=== design 1 ===
File: src/rtl/ps2_pkg.sv
// rtl/ps2_pkg.sv - shared constants, types and helpers for the PS/2 keyboard decoder
package ps2_pkg;

  localparam int TIMEOUT_CYCLES_DEFAULT = 200000;

  localparam logic [7:0] SC_EXT   = 8'hE0;
  localparam logic [7:0] SC_BRK   = 8'hF0;
  localparam logic [7:0] SC_UP    = 8'h75;
  localparam logic [7:0] SC_DOWN  = 8'h72;
  localparam logic [7:0] SC_LEFT  = 8'h6B;
  localparam logic [7:0] SC_RIGHT = 8'h74;
  localparam logic [7:0] SC_ENTER = 8'h5A;
  localparam logic [7:0] SC_FIRE  = 8'h29;

  typedef enum logic [1:0] {
    ST_IDLE,
    ST_DATA,
    ST_PARITY,
    ST_STOP
  } rx_state_t;

  typedef struct packed {
    logic up;
    logic down;
    logic left;
    logic right;
    logic enter;
    logic fire;
  } keys_t;

  // PS/2 uses odd parity over the eight data bits plus the parity bit.
  function automatic logic odd_parity_ok(input logic [7:0] data, input logic par);
    return ^{data, par};
  endfunction

endpackage

File: src/rtl/ps2_rx_frame.sv
// rtl/ps2_rx_frame.sv - PS/2 frame receiver: synchroniser, frame FSM and inter-edge timeout
module ps2_rx_frame
  import ps2_pkg::*;
#(
  parameter int TIMEOUT_CYCLES = TIMEOUT_CYCLES_DEFAULT
) (
  input  logic       clk,
  input  logic       rst,
  input  logic       ps2_clk,
  input  logic       ps2_data,
  output logic [7:0] byte_data,
  output logic       byte_valid,
  output logic       frame_err
);

  localparam int TW = (TIMEOUT_CYCLES > 1) ? $clog2(TIMEOUT_CYCLES) : 1;
  localparam logic [TW-1:0] TO_LAST = TW'(TIMEOUT_CYCLES - 1);

  logic clk_meta, clk_sync, clk_dly;
  logic data_meta, data_sync;
  logic fall;

  rx_state_t     state_q, state_d;
  logic [2:0]    bit_cnt_q, bit_cnt_d;
  logic [7:0]    shift_q, shift_d;
  logic          parity_q, parity_d;
  logic [TW-1:0] to_cnt_q, to_cnt_d;
  logic          timeout_hit;

  // Preset to the idle bus level so reset release never looks like a falling edge.
  always_ff @(posedge clk or posedge rst) begin
    if (rst) begin
      clk_meta  <= 1'b1;
      clk_sync  <= 1'b1;
      clk_dly   <= 1'b1;
      data_meta <= 1'b1;
      data_sync <= 1'b1;
    end else begin
      clk_meta  <= ps2_clk;
      clk_sync  <= clk_meta;
      clk_dly   <= clk_sync;
      data_meta <= ps2_data;
      data_sync <= data_meta;
    end
  end

  assign fall = ~clk_sync & clk_dly;

  // A late-arriving edge on the last count still wins over the timeout.
  assign timeout_hit = (state_q != ST_IDLE) && !fall && (to_cnt_q == TO_LAST);

  always_ff @(posedge clk or posedge rst) begin
    if (rst) begin
      state_q   <= ST_IDLE;
      bit_cnt_q <= '0;
      shift_q   <= '0;
      parity_q  <= 1'b0;
      to_cnt_q  <= '0;
    end else begin
      state_q   <= state_d;
      bit_cnt_q <= bit_cnt_d;
      shift_q   <= shift_d;
      parity_q  <= parity_d;
      to_cnt_q  <= to_cnt_d;
    end
  end

  always_comb begin
    state_d    = state_q;
    bit_cnt_d  = bit_cnt_q;
    shift_d    = shift_q;
    parity_d   = parity_q;
    byte_valid = 1'b0;
    frame_err  = 1'b0;

    if (state_q == ST_IDLE || fall) begin
      to_cnt_d = '0;
    end else begin
      to_cnt_d = to_cnt_q + 1'b1;
    end

    if (timeout_hit) begin
      state_d   = ST_IDLE;
      bit_cnt_d = '0;
      shift_d   = '0;
      to_cnt_d  = '0;
      frame_err = 1'b1;
    end else if (fall) begin
      case (state_q)
        ST_IDLE: begin
          if (!data_sync) begin
            state_d   = ST_DATA;
            bit_cnt_d = '0;
          end
        end
        ST_DATA: begin
          shift_d   = {data_sync, shift_q[7:1]};
          bit_cnt_d = bit_cnt_q + 3'd1;
          if (bit_cnt_q == 3'd7) begin
            state_d = ST_PARITY;
          end
        end
        ST_PARITY: begin
          parity_d = data_sync;
          state_d  = ST_STOP;
        end
        ST_STOP: begin
          state_d = ST_IDLE;
          if (data_sync && odd_parity_ok(shift_q, parity_q)) begin
            byte_valid = 1'b1;
          end else begin
            frame_err = 1'b1;
          end
        end
        default: state_d = ST_IDLE;
      endcase
    end
  end

  assign byte_data = shift_q;

endmodule

File: src/rtl/ps2_key_decoder.sv
// rtl/ps2_key_decoder.sv - PS/2 keyboard decoder: E0/F0 prefix tracking and held-key map
module ps2_key_decoder
  import ps2_pkg::*;
#(
  parameter int TIMEOUT_CYCLES = TIMEOUT_CYCLES_DEFAULT
) (
  input  logic       clk,
  input  logic       rst,
  input  logic       ps2_clk,
  input  logic       ps2_data,
  output logic       up,
  output logic       down,
  output logic       left,
  output logic       right,
  output logic       enter,
  output logic       fire,
  output logic       scan_valid,
  output logic [7:0] scan_code,
  output logic       frame_err
);

  logic [7:0] rx_byte;
  logic       rx_valid;
  logic       rx_err;

  keys_t keys_q, keys_d;
  logic  ext_q, ext_d;
  logic  brk_q, brk_d;

  ps2_rx_frame #(
    .TIMEOUT_CYCLES(TIMEOUT_CYCLES)
  ) u_rx (
    .clk       (clk),
    .rst       (rst),
    .ps2_clk   (ps2_clk),
    .ps2_data  (ps2_data),
    .byte_data (rx_byte),
    .byte_valid(rx_valid),
    .frame_err (rx_err)
  );

  // Receiver strobes are combinational, so registering them here keeps the
  // key update, scan_valid and scan_code all in the same cycle.
  always_comb begin
    keys_d = keys_q;
    ext_d  = ext_q;
    brk_d  = brk_q;

    if (rx_err) begin
      ext_d = 1'b0;
      brk_d = 1'b0;
    end else if (rx_valid) begin
      if (rx_byte == SC_EXT) begin
        ext_d = 1'b1;
      end else if (rx_byte == SC_BRK) begin
        brk_d = 1'b1;
      end else begin
        if (ext_q) begin
          case (rx_byte)
            SC_UP:    keys_d.up    = !brk_q;
            SC_DOWN:  keys_d.down  = !brk_q;
            SC_LEFT:  keys_d.left  = !brk_q;
            SC_RIGHT: keys_d.right = !brk_q;
            default:  ;
          endcase
        end else if (rx_byte == SC_FIRE) begin
          keys_d.fire = !brk_q;
        end
        if (rx_byte == SC_ENTER) begin
          keys_d.enter = !brk_q;
        end
        ext_d = 1'b0;
        brk_d = 1'b0;
      end
    end
  end

  always_ff @(posedge clk or posedge rst) begin
    if (rst) begin
      keys_q     <= '0;
      ext_q      <= 1'b0;
      brk_q      <= 1'b0;
      scan_valid <= 1'b0;
      scan_code  <= 8'h00;
      frame_err  <= 1'b0;
    end else begin
      keys_q     <= keys_d;
      ext_q      <= ext_d;
      brk_q      <= brk_d;
      scan_valid <= rx_valid;
      frame_err  <= rx_err;
      if (rx_valid) begin
        scan_code <= rx_byte;
      end
    end
  end

  assign up    = keys_q.up;
  assign down  = keys_q.down;
  assign left  = keys_q.left;
  assign right = keys_q.right;
  assign enter = keys_q.enter;
  assign fire  = keys_q.fire;

endmodule

File: config.mk
export PLATFORM = sky130hd
export DESIGN_NAME = ps2_key_decoder
export DESIGN_NICKNAME = d
export VERILOG_FILES = /design/src/rtl/ps2_pkg.sv /design/src/rtl/ps2_rx_frame.sv /design/src/rtl/ps2_key_decoder.sv
export SDC_FILE = /design/constraint.sdc
export NUM_CORES = 1
export LEC_CHECK = 0
export CAP_MARGIN = 0
export CORE_MARGIN = 2
export CORE_UTILIZATION = 63
export CTS_BUF_LIST = sky130_fd_sc_hd__clkbuf_16
export CTS_CLUSTER_DIAMETER = 30
export DETAILED_ROUTE_END_ITERATION = 10
export GPL_TIMING_DRIVEN = 0
export PLACE_DENSITY = 0.95
export SLEW_MARGIN = 20
export SYNTH_ARGS = -nofsm -noshare
export SYNTH_HDL_FRONTEND = slang
export SYNTH_SLANG_ARGS = --single-unit
File: constraint.sdc
create_clock -name clk -period 4.7 [get_ports clk]
set_input_delay 0.705 -clock clk [delete_from_list [all_inputs] [get_ports clk]]
set_output_delay 0.705 -clock clk [all_outputs]
set_load 0.005 [all_outputs]
=== design 2 ===
**config.mk**
```make
export PLATFORM = sky130hd
export DESIGN_NAME = score_display_driver
export DESIGN_NICKNAME = d
export VERILOG_FILES = /design/src/rtl/score_display_driver.sv
export SDC_FILE = /design/constraint.sdc
export NUM_CORES = 1
export LEC_CHECK = 0
export ABC_AREA = 1
export CORE_ASPECT_RATIO = 0.5
export CORE_UTILIZATION = 35
export CTS_BUF_LIST = sky130_fd_sc_hd__clkbuf_16
export DETAILED_ROUTE_END_ITERATION = 10
export PLACE_DENSITY = 0.54
export SYNTH_ARGS = -nofsm -noshare
export SYNTH_HDL_FRONTEND = slang
export SYNTH_SLANG_ARGS = --single-unit
```
**constraint.sdc**
```tcl
create_clock -name clk -period 6 [get_ports clk]
set_clock_uncertainty 0.15 [all_clocks]
set_input_delay 1.2 -clock clk [delete_from_list [all_inputs] [get_ports clk]]
set_output_delay 1.2 -clock clk [all_outputs]
set_load 0.1 [all_outputs]
```
**src/rtl/score_display_driver.sv**
```systemverilog
// Score display driver: serial shift-add-3 BCD conversion, 4-digit AN/SEG scan, LED outcome flash.
// Latency: score change to new digits 11 clk; AN/SEG/LED are registered (1 clk after their sources).
// Backpressure: none; pure sink of the game core, inputs are sampled every clk.
module score_display_driver #(
    parameter int SCAN_DIV  = 50000,
    parameter int FLASH_LEN = 25000000
) (
    input  logic       clk,
    input  logic       rst,
    input  logic [7:0] score,
    input  logic [3:0] pattern,
    input  logic       round_tick,
    input  logic       round_res,
    output logic [3:0] AN,
    output logic [7:0] SEG,
    output logic [7:0] LED
);

    localparam int SCAN_W  = $clog2(SCAN_DIV);
    localparam int FLASH_W = $clog2(FLASH_LEN + 1);
    localparam logic [SCAN_W-1:0]  SCAN_LAST  = SCAN_W'(SCAN_DIV - 1);
    localparam logic [FLASH_W-1:0] FLASH_LOAD = FLASH_W'(FLASH_LEN);

    typedef enum logic [1:0] {
        CONV_IDLE,
        CONV_LOAD,
        CONV_SHIFT,
        CONV_DONE
    } conv_state_t;

    logic [SCAN_W-1:0]  scan_cnt_q, scan_cnt_d;
    logic [1:0]         digit_idx_q, digit_idx_d;
    logic [3:0]         an_q, an_d;
    logic [7:0]         seg_q, seg_d;
    logic [7:0]         led_q, led_d;
    conv_state_t        conv_state_q, conv_state_d;
    logic [7:0]         latched_score_q, latched_score_d;
    logic [11:0]        bcd_work_q, bcd_work_d;
    logic [2:0]         bit_cnt_q, bit_cnt_d;
    logic [11:0]        bcd_q, bcd_d;
    logic               start_pend_q, start_pend_d;
    logic [FLASH_W-1:0] flash_timer_q, flash_timer_d;
    logic               outcome_q, outcome_d;

    logic [11:0]        bcd_adj;
    logic [7:0]         digit_seg;
    logic [3:0]         flash_nib;

    function automatic logic [11:0] add3_nibbles(input logic [11:0] v);
        logic [11:0] r;
        r = v;
        for (int i = 0; i < 3; i++) begin
            if (v[i*4 +: 4] >= 4'd5) begin
                r[i*4 +: 4] = v[i*4 +: 4] + 4'd3;
            end
        end
        return r;
    endfunction

    // Active-low segment patterns with dp (bit 7) held off.
    function automatic logic [7:0] seg_encode(input logic [3:0] d);
        logic [7:0] s;
        case (d)
            4'h0:    s = 8'hC0;
            4'h1:    s = 8'hF9;
            4'h2:    s = 8'hA4;
            4'h3:    s = 8'hB0;
            4'h4:    s = 8'h99;
            4'h5:    s = 8'h92;
            4'h6:    s = 8'h82;
            4'h7:    s = 8'hF8;
            4'h8:    s = 8'h80;
            4'h9:    s = 8'h90;
            4'hA:    s = 8'h88;
            4'hB:    s = 8'h83;
            4'hC:    s = 8'hC6;
            4'hD:    s = 8'hA1;
            4'hE:    s = 8'h86;
            4'hF:    s = 8'h8E;
            default: s = 8'hFF;
        endcase
        return s;
    endfunction

    always_comb begin
        scan_cnt_d  = scan_cnt_q + 1'b1;
        digit_idx_d = digit_idx_q;
        if (scan_cnt_q == SCAN_LAST) begin
            scan_cnt_d  = '0;
            digit_idx_d = digit_idx_q + 2'd1;
        end
    end

    // Converter works from latched_score_q so a mid-run score change cannot corrupt it.
    always_comb begin
        conv_state_d    = conv_state_q;
        latched_score_d = latched_score_q;
        bcd_work_d      = bcd_work_q;
        bit_cnt_d       = bit_cnt_q;
        bcd_d           = bcd_q;
        start_pend_d    = start_pend_q;
        bcd_adj         = add3_nibbles(bcd_work_q);
        case (conv_state_q)
            CONV_IDLE: begin
                if (score != latched_score_q || start_pend_q) begin
                    conv_state_d = CONV_LOAD;
                end
            end
            CONV_LOAD: begin
                latched_score_d = score;
                bcd_work_d      = '0;
                bit_cnt_d       = '0;
                start_pend_d    = 1'b0;
                conv_state_d    = CONV_SHIFT;
            end
            CONV_SHIFT: begin
                bcd_work_d = (bcd_adj << 1) | {11'd0, latched_score_q[3'd7 - bit_cnt_q]};
                bit_cnt_d  = bit_cnt_q + 3'd1;
                if (bit_cnt_q == 3'd7) begin
                    conv_state_d = CONV_DONE;
                end
            end
            CONV_DONE: begin
                bcd_d        = bcd_work_q;
                conv_state_d = CONV_IDLE;
            end
            default: conv_state_d = CONV_IDLE;
        endcase
    end

    always_comb begin
        flash_timer_d = flash_timer_q;
        outcome_d     = outcome_q;
        if (round_tick) begin
            flash_timer_d = FLASH_LOAD;
            outcome_d     = round_res;
        end else if (flash_timer_q != '0) begin
            flash_timer_d = flash_timer_q - 1'b1;
        end
    end

    // Leading-zero blanking: tens only blank when hundreds is blank too.
    always_comb begin
        digit_seg = 8'hFF;
        case (digit_idx_q)
            2'd0: digit_seg = seg_encode(bcd_q[3:0]);
            2'd1: begin
                if (bcd_q[11:8] != 4'd0 || bcd_q[7:4] != 4'd0) begin
                    digit_seg = seg_encode(bcd_q[7:4]);
                end
            end
            2'd2: begin
                if (bcd_q[11:8] != 4'd0) begin
                    digit_seg = seg_encode(bcd_q[11:8]);
                end
            end
            default: digit_seg = seg_encode(pattern);
        endcase

        an_d  = ~(4'b0001 << digit_idx_q);
        seg_d = digit_seg;

        flash_nib = 4'h0;
        if (flash_timer_d != '0) begin
            flash_nib = outcome_d ? 4'hF : 4'hA;
        end
        led_d = {flash_nib, pattern};
    end

    always_ff @(posedge clk or posedge rst) begin
        if (rst) begin
            scan_cnt_q      <= '0;
            digit_idx_q     <= 2'd0;
            an_q            <= 4'hF;
            seg_q           <= 8'hFF;
            led_q           <= 8'h00;
            conv_state_q    <= CONV_IDLE;
            latched_score_q <= 8'd0;
            bcd_work_q      <= 12'd0;
            bit_cnt_q       <= 3'd0;
            bcd_q           <= 12'd0;
            start_pend_q    <= 1'b1;
            flash_timer_q   <= '0;
            outcome_q       <= 1'b0;
        end else begin
            scan_cnt_q      <= scan_cnt_d;
            digit_idx_q     <= digit_idx_d;
            an_q            <= an_d;
            seg_q           <= seg_d;
            led_q           <= led_d;
            conv_state_q    <= conv_state_d;
            latched_score_q <= latched_score_d;
            bcd_work_q      <= bcd_work_d;
            bit_cnt_q       <= bit_cnt_d;
            bcd_q           <= bcd_d;
            start_pend_q    <= start_pend_d;
            flash_timer_q   <= flash_timer_d;
            outcome_q       <= outcome_d;
        end
    end

    assign AN  = an_q;
    assign SEG = seg_q;
    assign LED = led_q;

endmodule

```

==> layout pictures side by side <==
Met3 routing.
Plate I
The bar under the picture is 20 um long. Cells faint in the background.
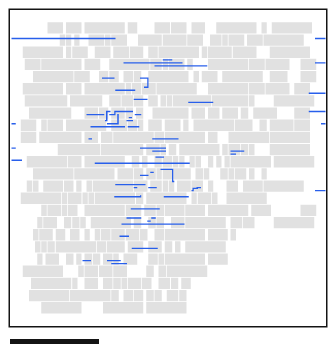
Plate II
The bar under the picture is 50 um long. Cells faint in the background.
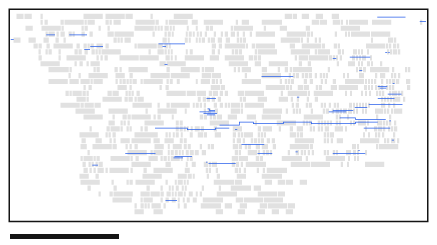
- largest die: Plate II
- Plate I = design 1
- Plate II = design 2

design_1/met4.png
The bar under the picture is 20 um long.
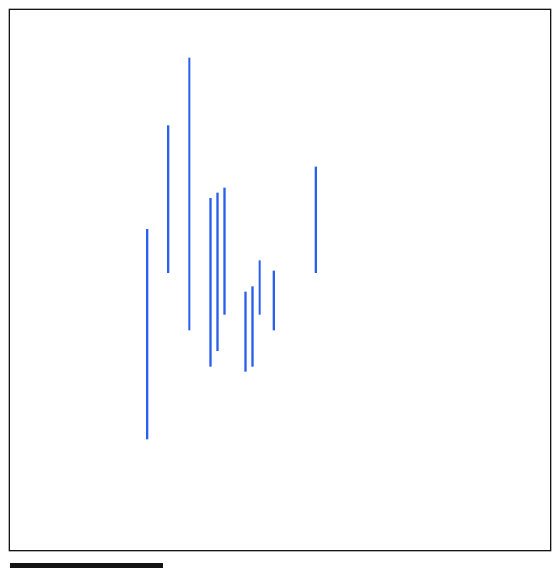
main direction	vertical
nets with wire on the layer	9
wire length on this layer	188 um
longest straight run	35.4 um

==> flow_metrics.tcl, design 1 <==
# place-and-route summary
set metrics [dict create \
    status "completed" \
    chipArea_um2 4990 \
    worstHoldPathCells 0 \
    skew_ps 6.99 \
    netlist_area_um2 2800 \
    max_freq_mhz 431 \
    row_count 24 \
    seq_cells 55 \
    avgSynthCellArea_um2 10.8 \
    edf_count 0 \
    first_pass_iters 5 \
    final_cell_mix "50 x dfrtp_1, 28 x nor2_1, 19 x clkdlybuf4s50_1" \
    ff_latch_area_um2 1380 \
    path_clk_slew_ps 70 \
    topCellsByArea "dfrtp_1 45%, dfstp_2 4.7%, mux2i_1 4.3%, mux2_4 4.3%, nor2_1 3.8%" \
    n_all_inverters 16 \
    netlist.area_leader.share_pct 44.7 \
    reg2reg_depth 5 \
    synthTopCellsByCount "50 x dfrtp_1, 28 x nor2_1, 16 x inv_1" \
    synth-simple-area-share_pct 20.6 \
    antenna_found_initial 0 \
    p_total_mw 1.60 \
    fillers 295 \
    routed-wl-met2_um 2940 \
    nets 298 \
    tool_warnings 29 \
    setup.worst_path.class "reg2reg" \
    xor_share_pct 6.35 \
    postCtsHoldBufs 0 \
    drtAntennaViolNets 0 \
    place_ws_ps 2410 \
    nNonClkBuffers 28 \
]
==> design 1: per-layer routing <==
layer / track usage [%] / up-vias
li1: - / 979
met1: 33.4 / 1056
met2: 40.4 / 80
met3: 4.84 / 22
met4: 11.1 / 0
met5: 0 / -
==> design 1: through the flow <==
stage / hold WS [ps] / util (%)
4_1_cts: 361 / 74.4
5_1_grt: 362 / 74.4
3_3_place_gp: 345 / 70.6
6_report: 361 / 74.4
3_5_place_dp: 351 / 71.1
2_1_floorplan: 345 / -
==> design 1: registers in the layout (all words and copies together) (netlist names), 2 cells and up <==
| name | flops |
|---|---|
| u_rx.to_cnt_q | 18 |
| scan_code | 8 |
| u_rx.byte_data | 8 |
| u_rx.bit_cnt_q | 3 |
| u_rx.state_q | 2 |
==> design 1: critical path, stage by stage (launching register included) <==
cell and delay (ps):
dfrtp_1 370, buf_2 190, xnor3_1 350, xnor3_2 400, mux2i_4 540, mux2_4 350
==> design 1: report_power, final <==
| group | switching, mW | internal, mW |
|---|---|---|
| Combinational | 0.313 | 0.266 |
| Sequential | 0.0913 | 0.563 |
| Clock | 0.171 | 0.197 |
design_2/final_congestion.png
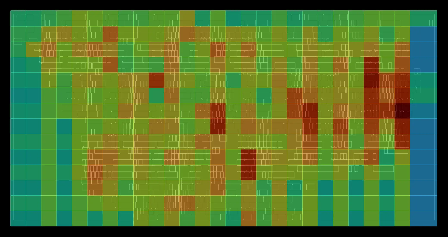
GR Util met2: 25.5%
drt wl/cell: 12.9 um
GRT busiest layer: met2

design_2/met4.png
The bar under the picture is 50 um long.
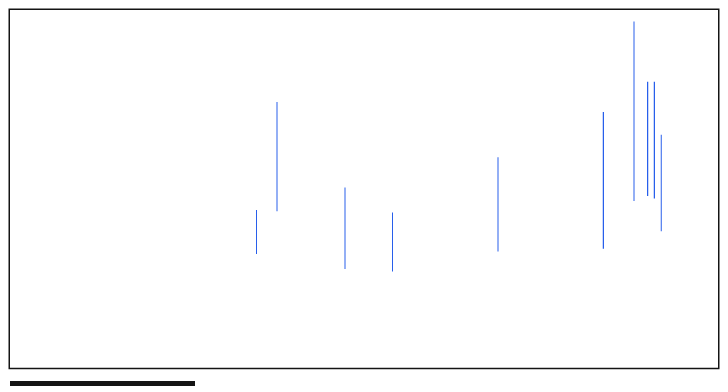
wire length on this layer	276 um
main direction	vertical
nets with wire on the layer	9

==> flow_metrics.tcl, design 2 <==
# place-and-route summary
set metrics [dict create \
    drtAntennaViolNets 0 \
    die_x_um 192 \
    grt_pass1_vias 5115 \
    core_area_um2 17500 \
    p_int_mw 1.27 \
    status "completed" \
    ys_cells 841 \
    critPathMaxFanout 28 \
    row_count 34 \
    combPwrFrac_pct 31.2 \
    comb_area_share_pct 44.8 \
    syn_inst 841 \
    yosys_area_um2 6290 \
    place_inst 1088 \
    grt_max_degree 67 \
    avgSynthCellArea_um2 7.48 \
    numSynthFlops 99 \
    final_cell_mix "188 x nand2_1, 124 x inv_1, 91 x nor2_1" \
    layout.area.comb_um2 3190 \
    area_growth_pct 13.2 \
    yosys_warnings 0 \
    n_all_inverters 129 \
    xor_share_pct 1.39 \
    grt_use_total_pct 16.6 \
    first_pass_iters 5 \
    biggestCellCategory "combinational gates" \
    initCoreUtil_pct 36.0 \
    port_buffers 34 \
    cts-buffers-inserted 9 \
    switchingPower_mw 0.782 \
    slowest_stage "clkinv_1" \
    holdPathEnd "start_pend_q$_DFFE_PP1N_" \
    fin_hold_ws_ps 310 \
    crit_end "LED[6]$_DFF_PP0_" \
    drt_wl_total_um 14200 \
    critPathLaunch "round_tick" \
    r2r_slack_ps 3520 \
]
## design 2: routing by layer
metal / track usage, % / vias up
met5: 0 / -
met2: 25.5 / 84
met3: 3.37 / 20
li1: - / 2779
met4: 5.92 / 0
met1: 23.0 / 2493
## design 2: synthesized netlist by cell type, drive strengths merged
master / n
nand2: 192
inv: 127
nor2: 96
dfrtp: 87
o21ai: 72
nand3: 59
ha: 45
a21oi: 35
clkbuf: 15
nand4: 13
dfstp: 12
o22ai: 12
a31oi: 10
nor3: 9
xor2: 8
buf: 7
o211ai: 7
nand3b: 6
o31ai: 5
nor4: 4
clkinv: 2
o2111ai: 2
o221ai: 2
o32ai: 2
or2: 2
xnor2: 2
a211oi: 1
a221oi: 1
a2bb2oi: 1
and3: 1
conb: 1
nor3b: 1
o21a: 1
o2bb2ai: 1
## design 2: state kept, by name, indices dropped and copies added, names as in the netlist, 2 cells and up
| register | count |
|---|---|
| LED | 6 |
| bcd_work_q | 12 |
| AN | 4 |
| SEG | 7 |
| flash_timer_q | 25 |
| bit_cnt_q | 3 |
| conv_state_q | 2 |
| bcd_q | 12 |
| scan_cnt_q | 16 |
| digit_idx_q | 2 |
| latched_score_q | 8 |


==> gallery <==
Signal wires on met1.
image #1
The bar under the picture is 50 um long.
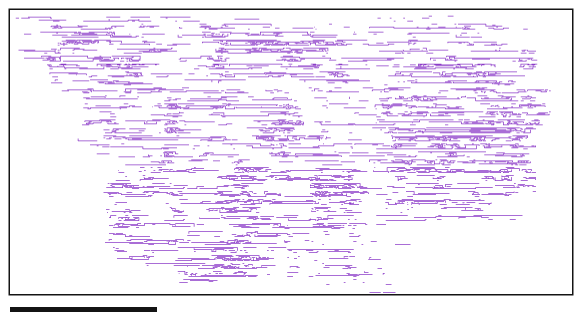
image #2
The bar under the picture is 20 um long.
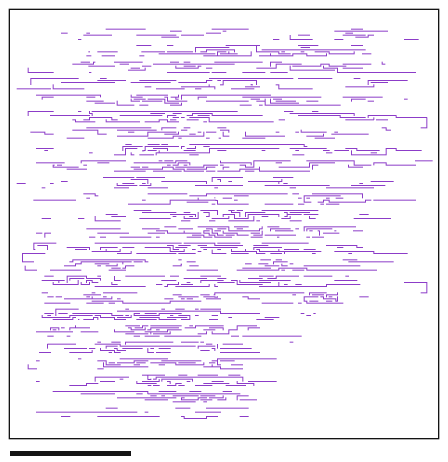
Of these, largest die: image #1
image #1 -> design 2
image #2 -> design 1


==> layout pictures side by side <==
Met2 routing.
shot_01.png
The bar under the picture is 50 um long. Cells faint in the background.
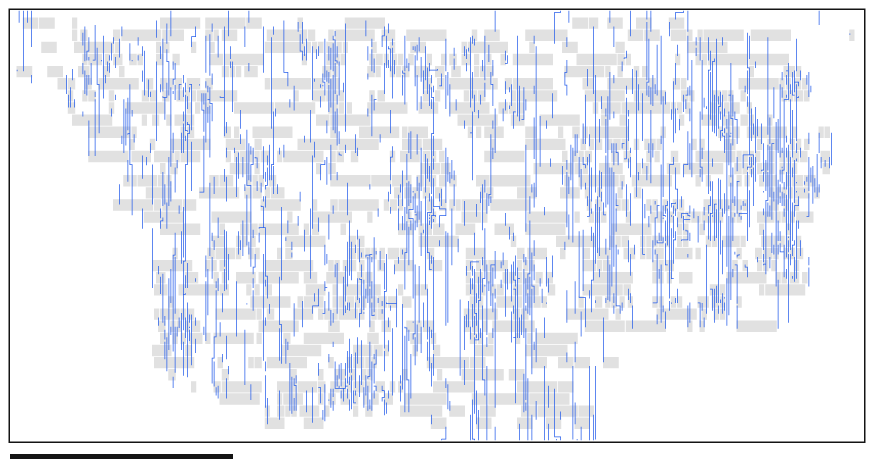
shot_02.png
The bar under the picture is 20 um long. Cells faint in the background.
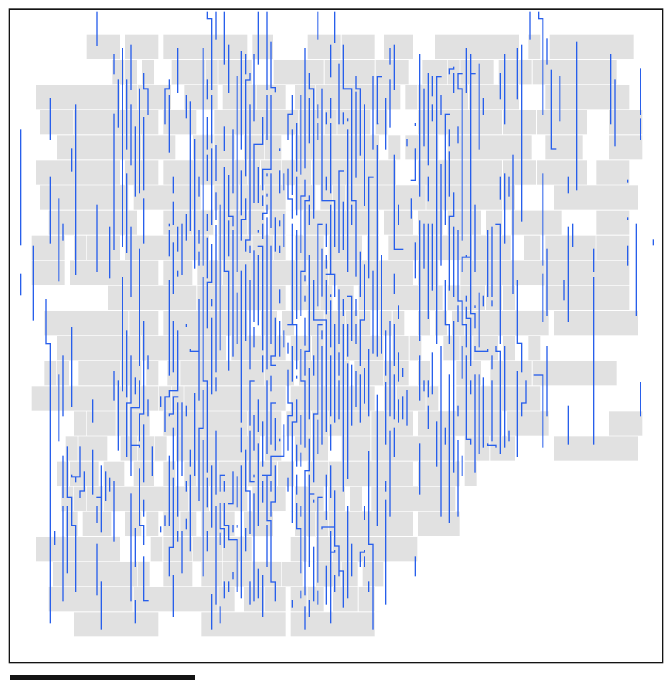
shot_02.png comes from design 1.
shot_01.png comes from design 2.

Key to shot_01.png:
share of all routed wire	45%
longest straight run	36.7 um
main direction	vertical

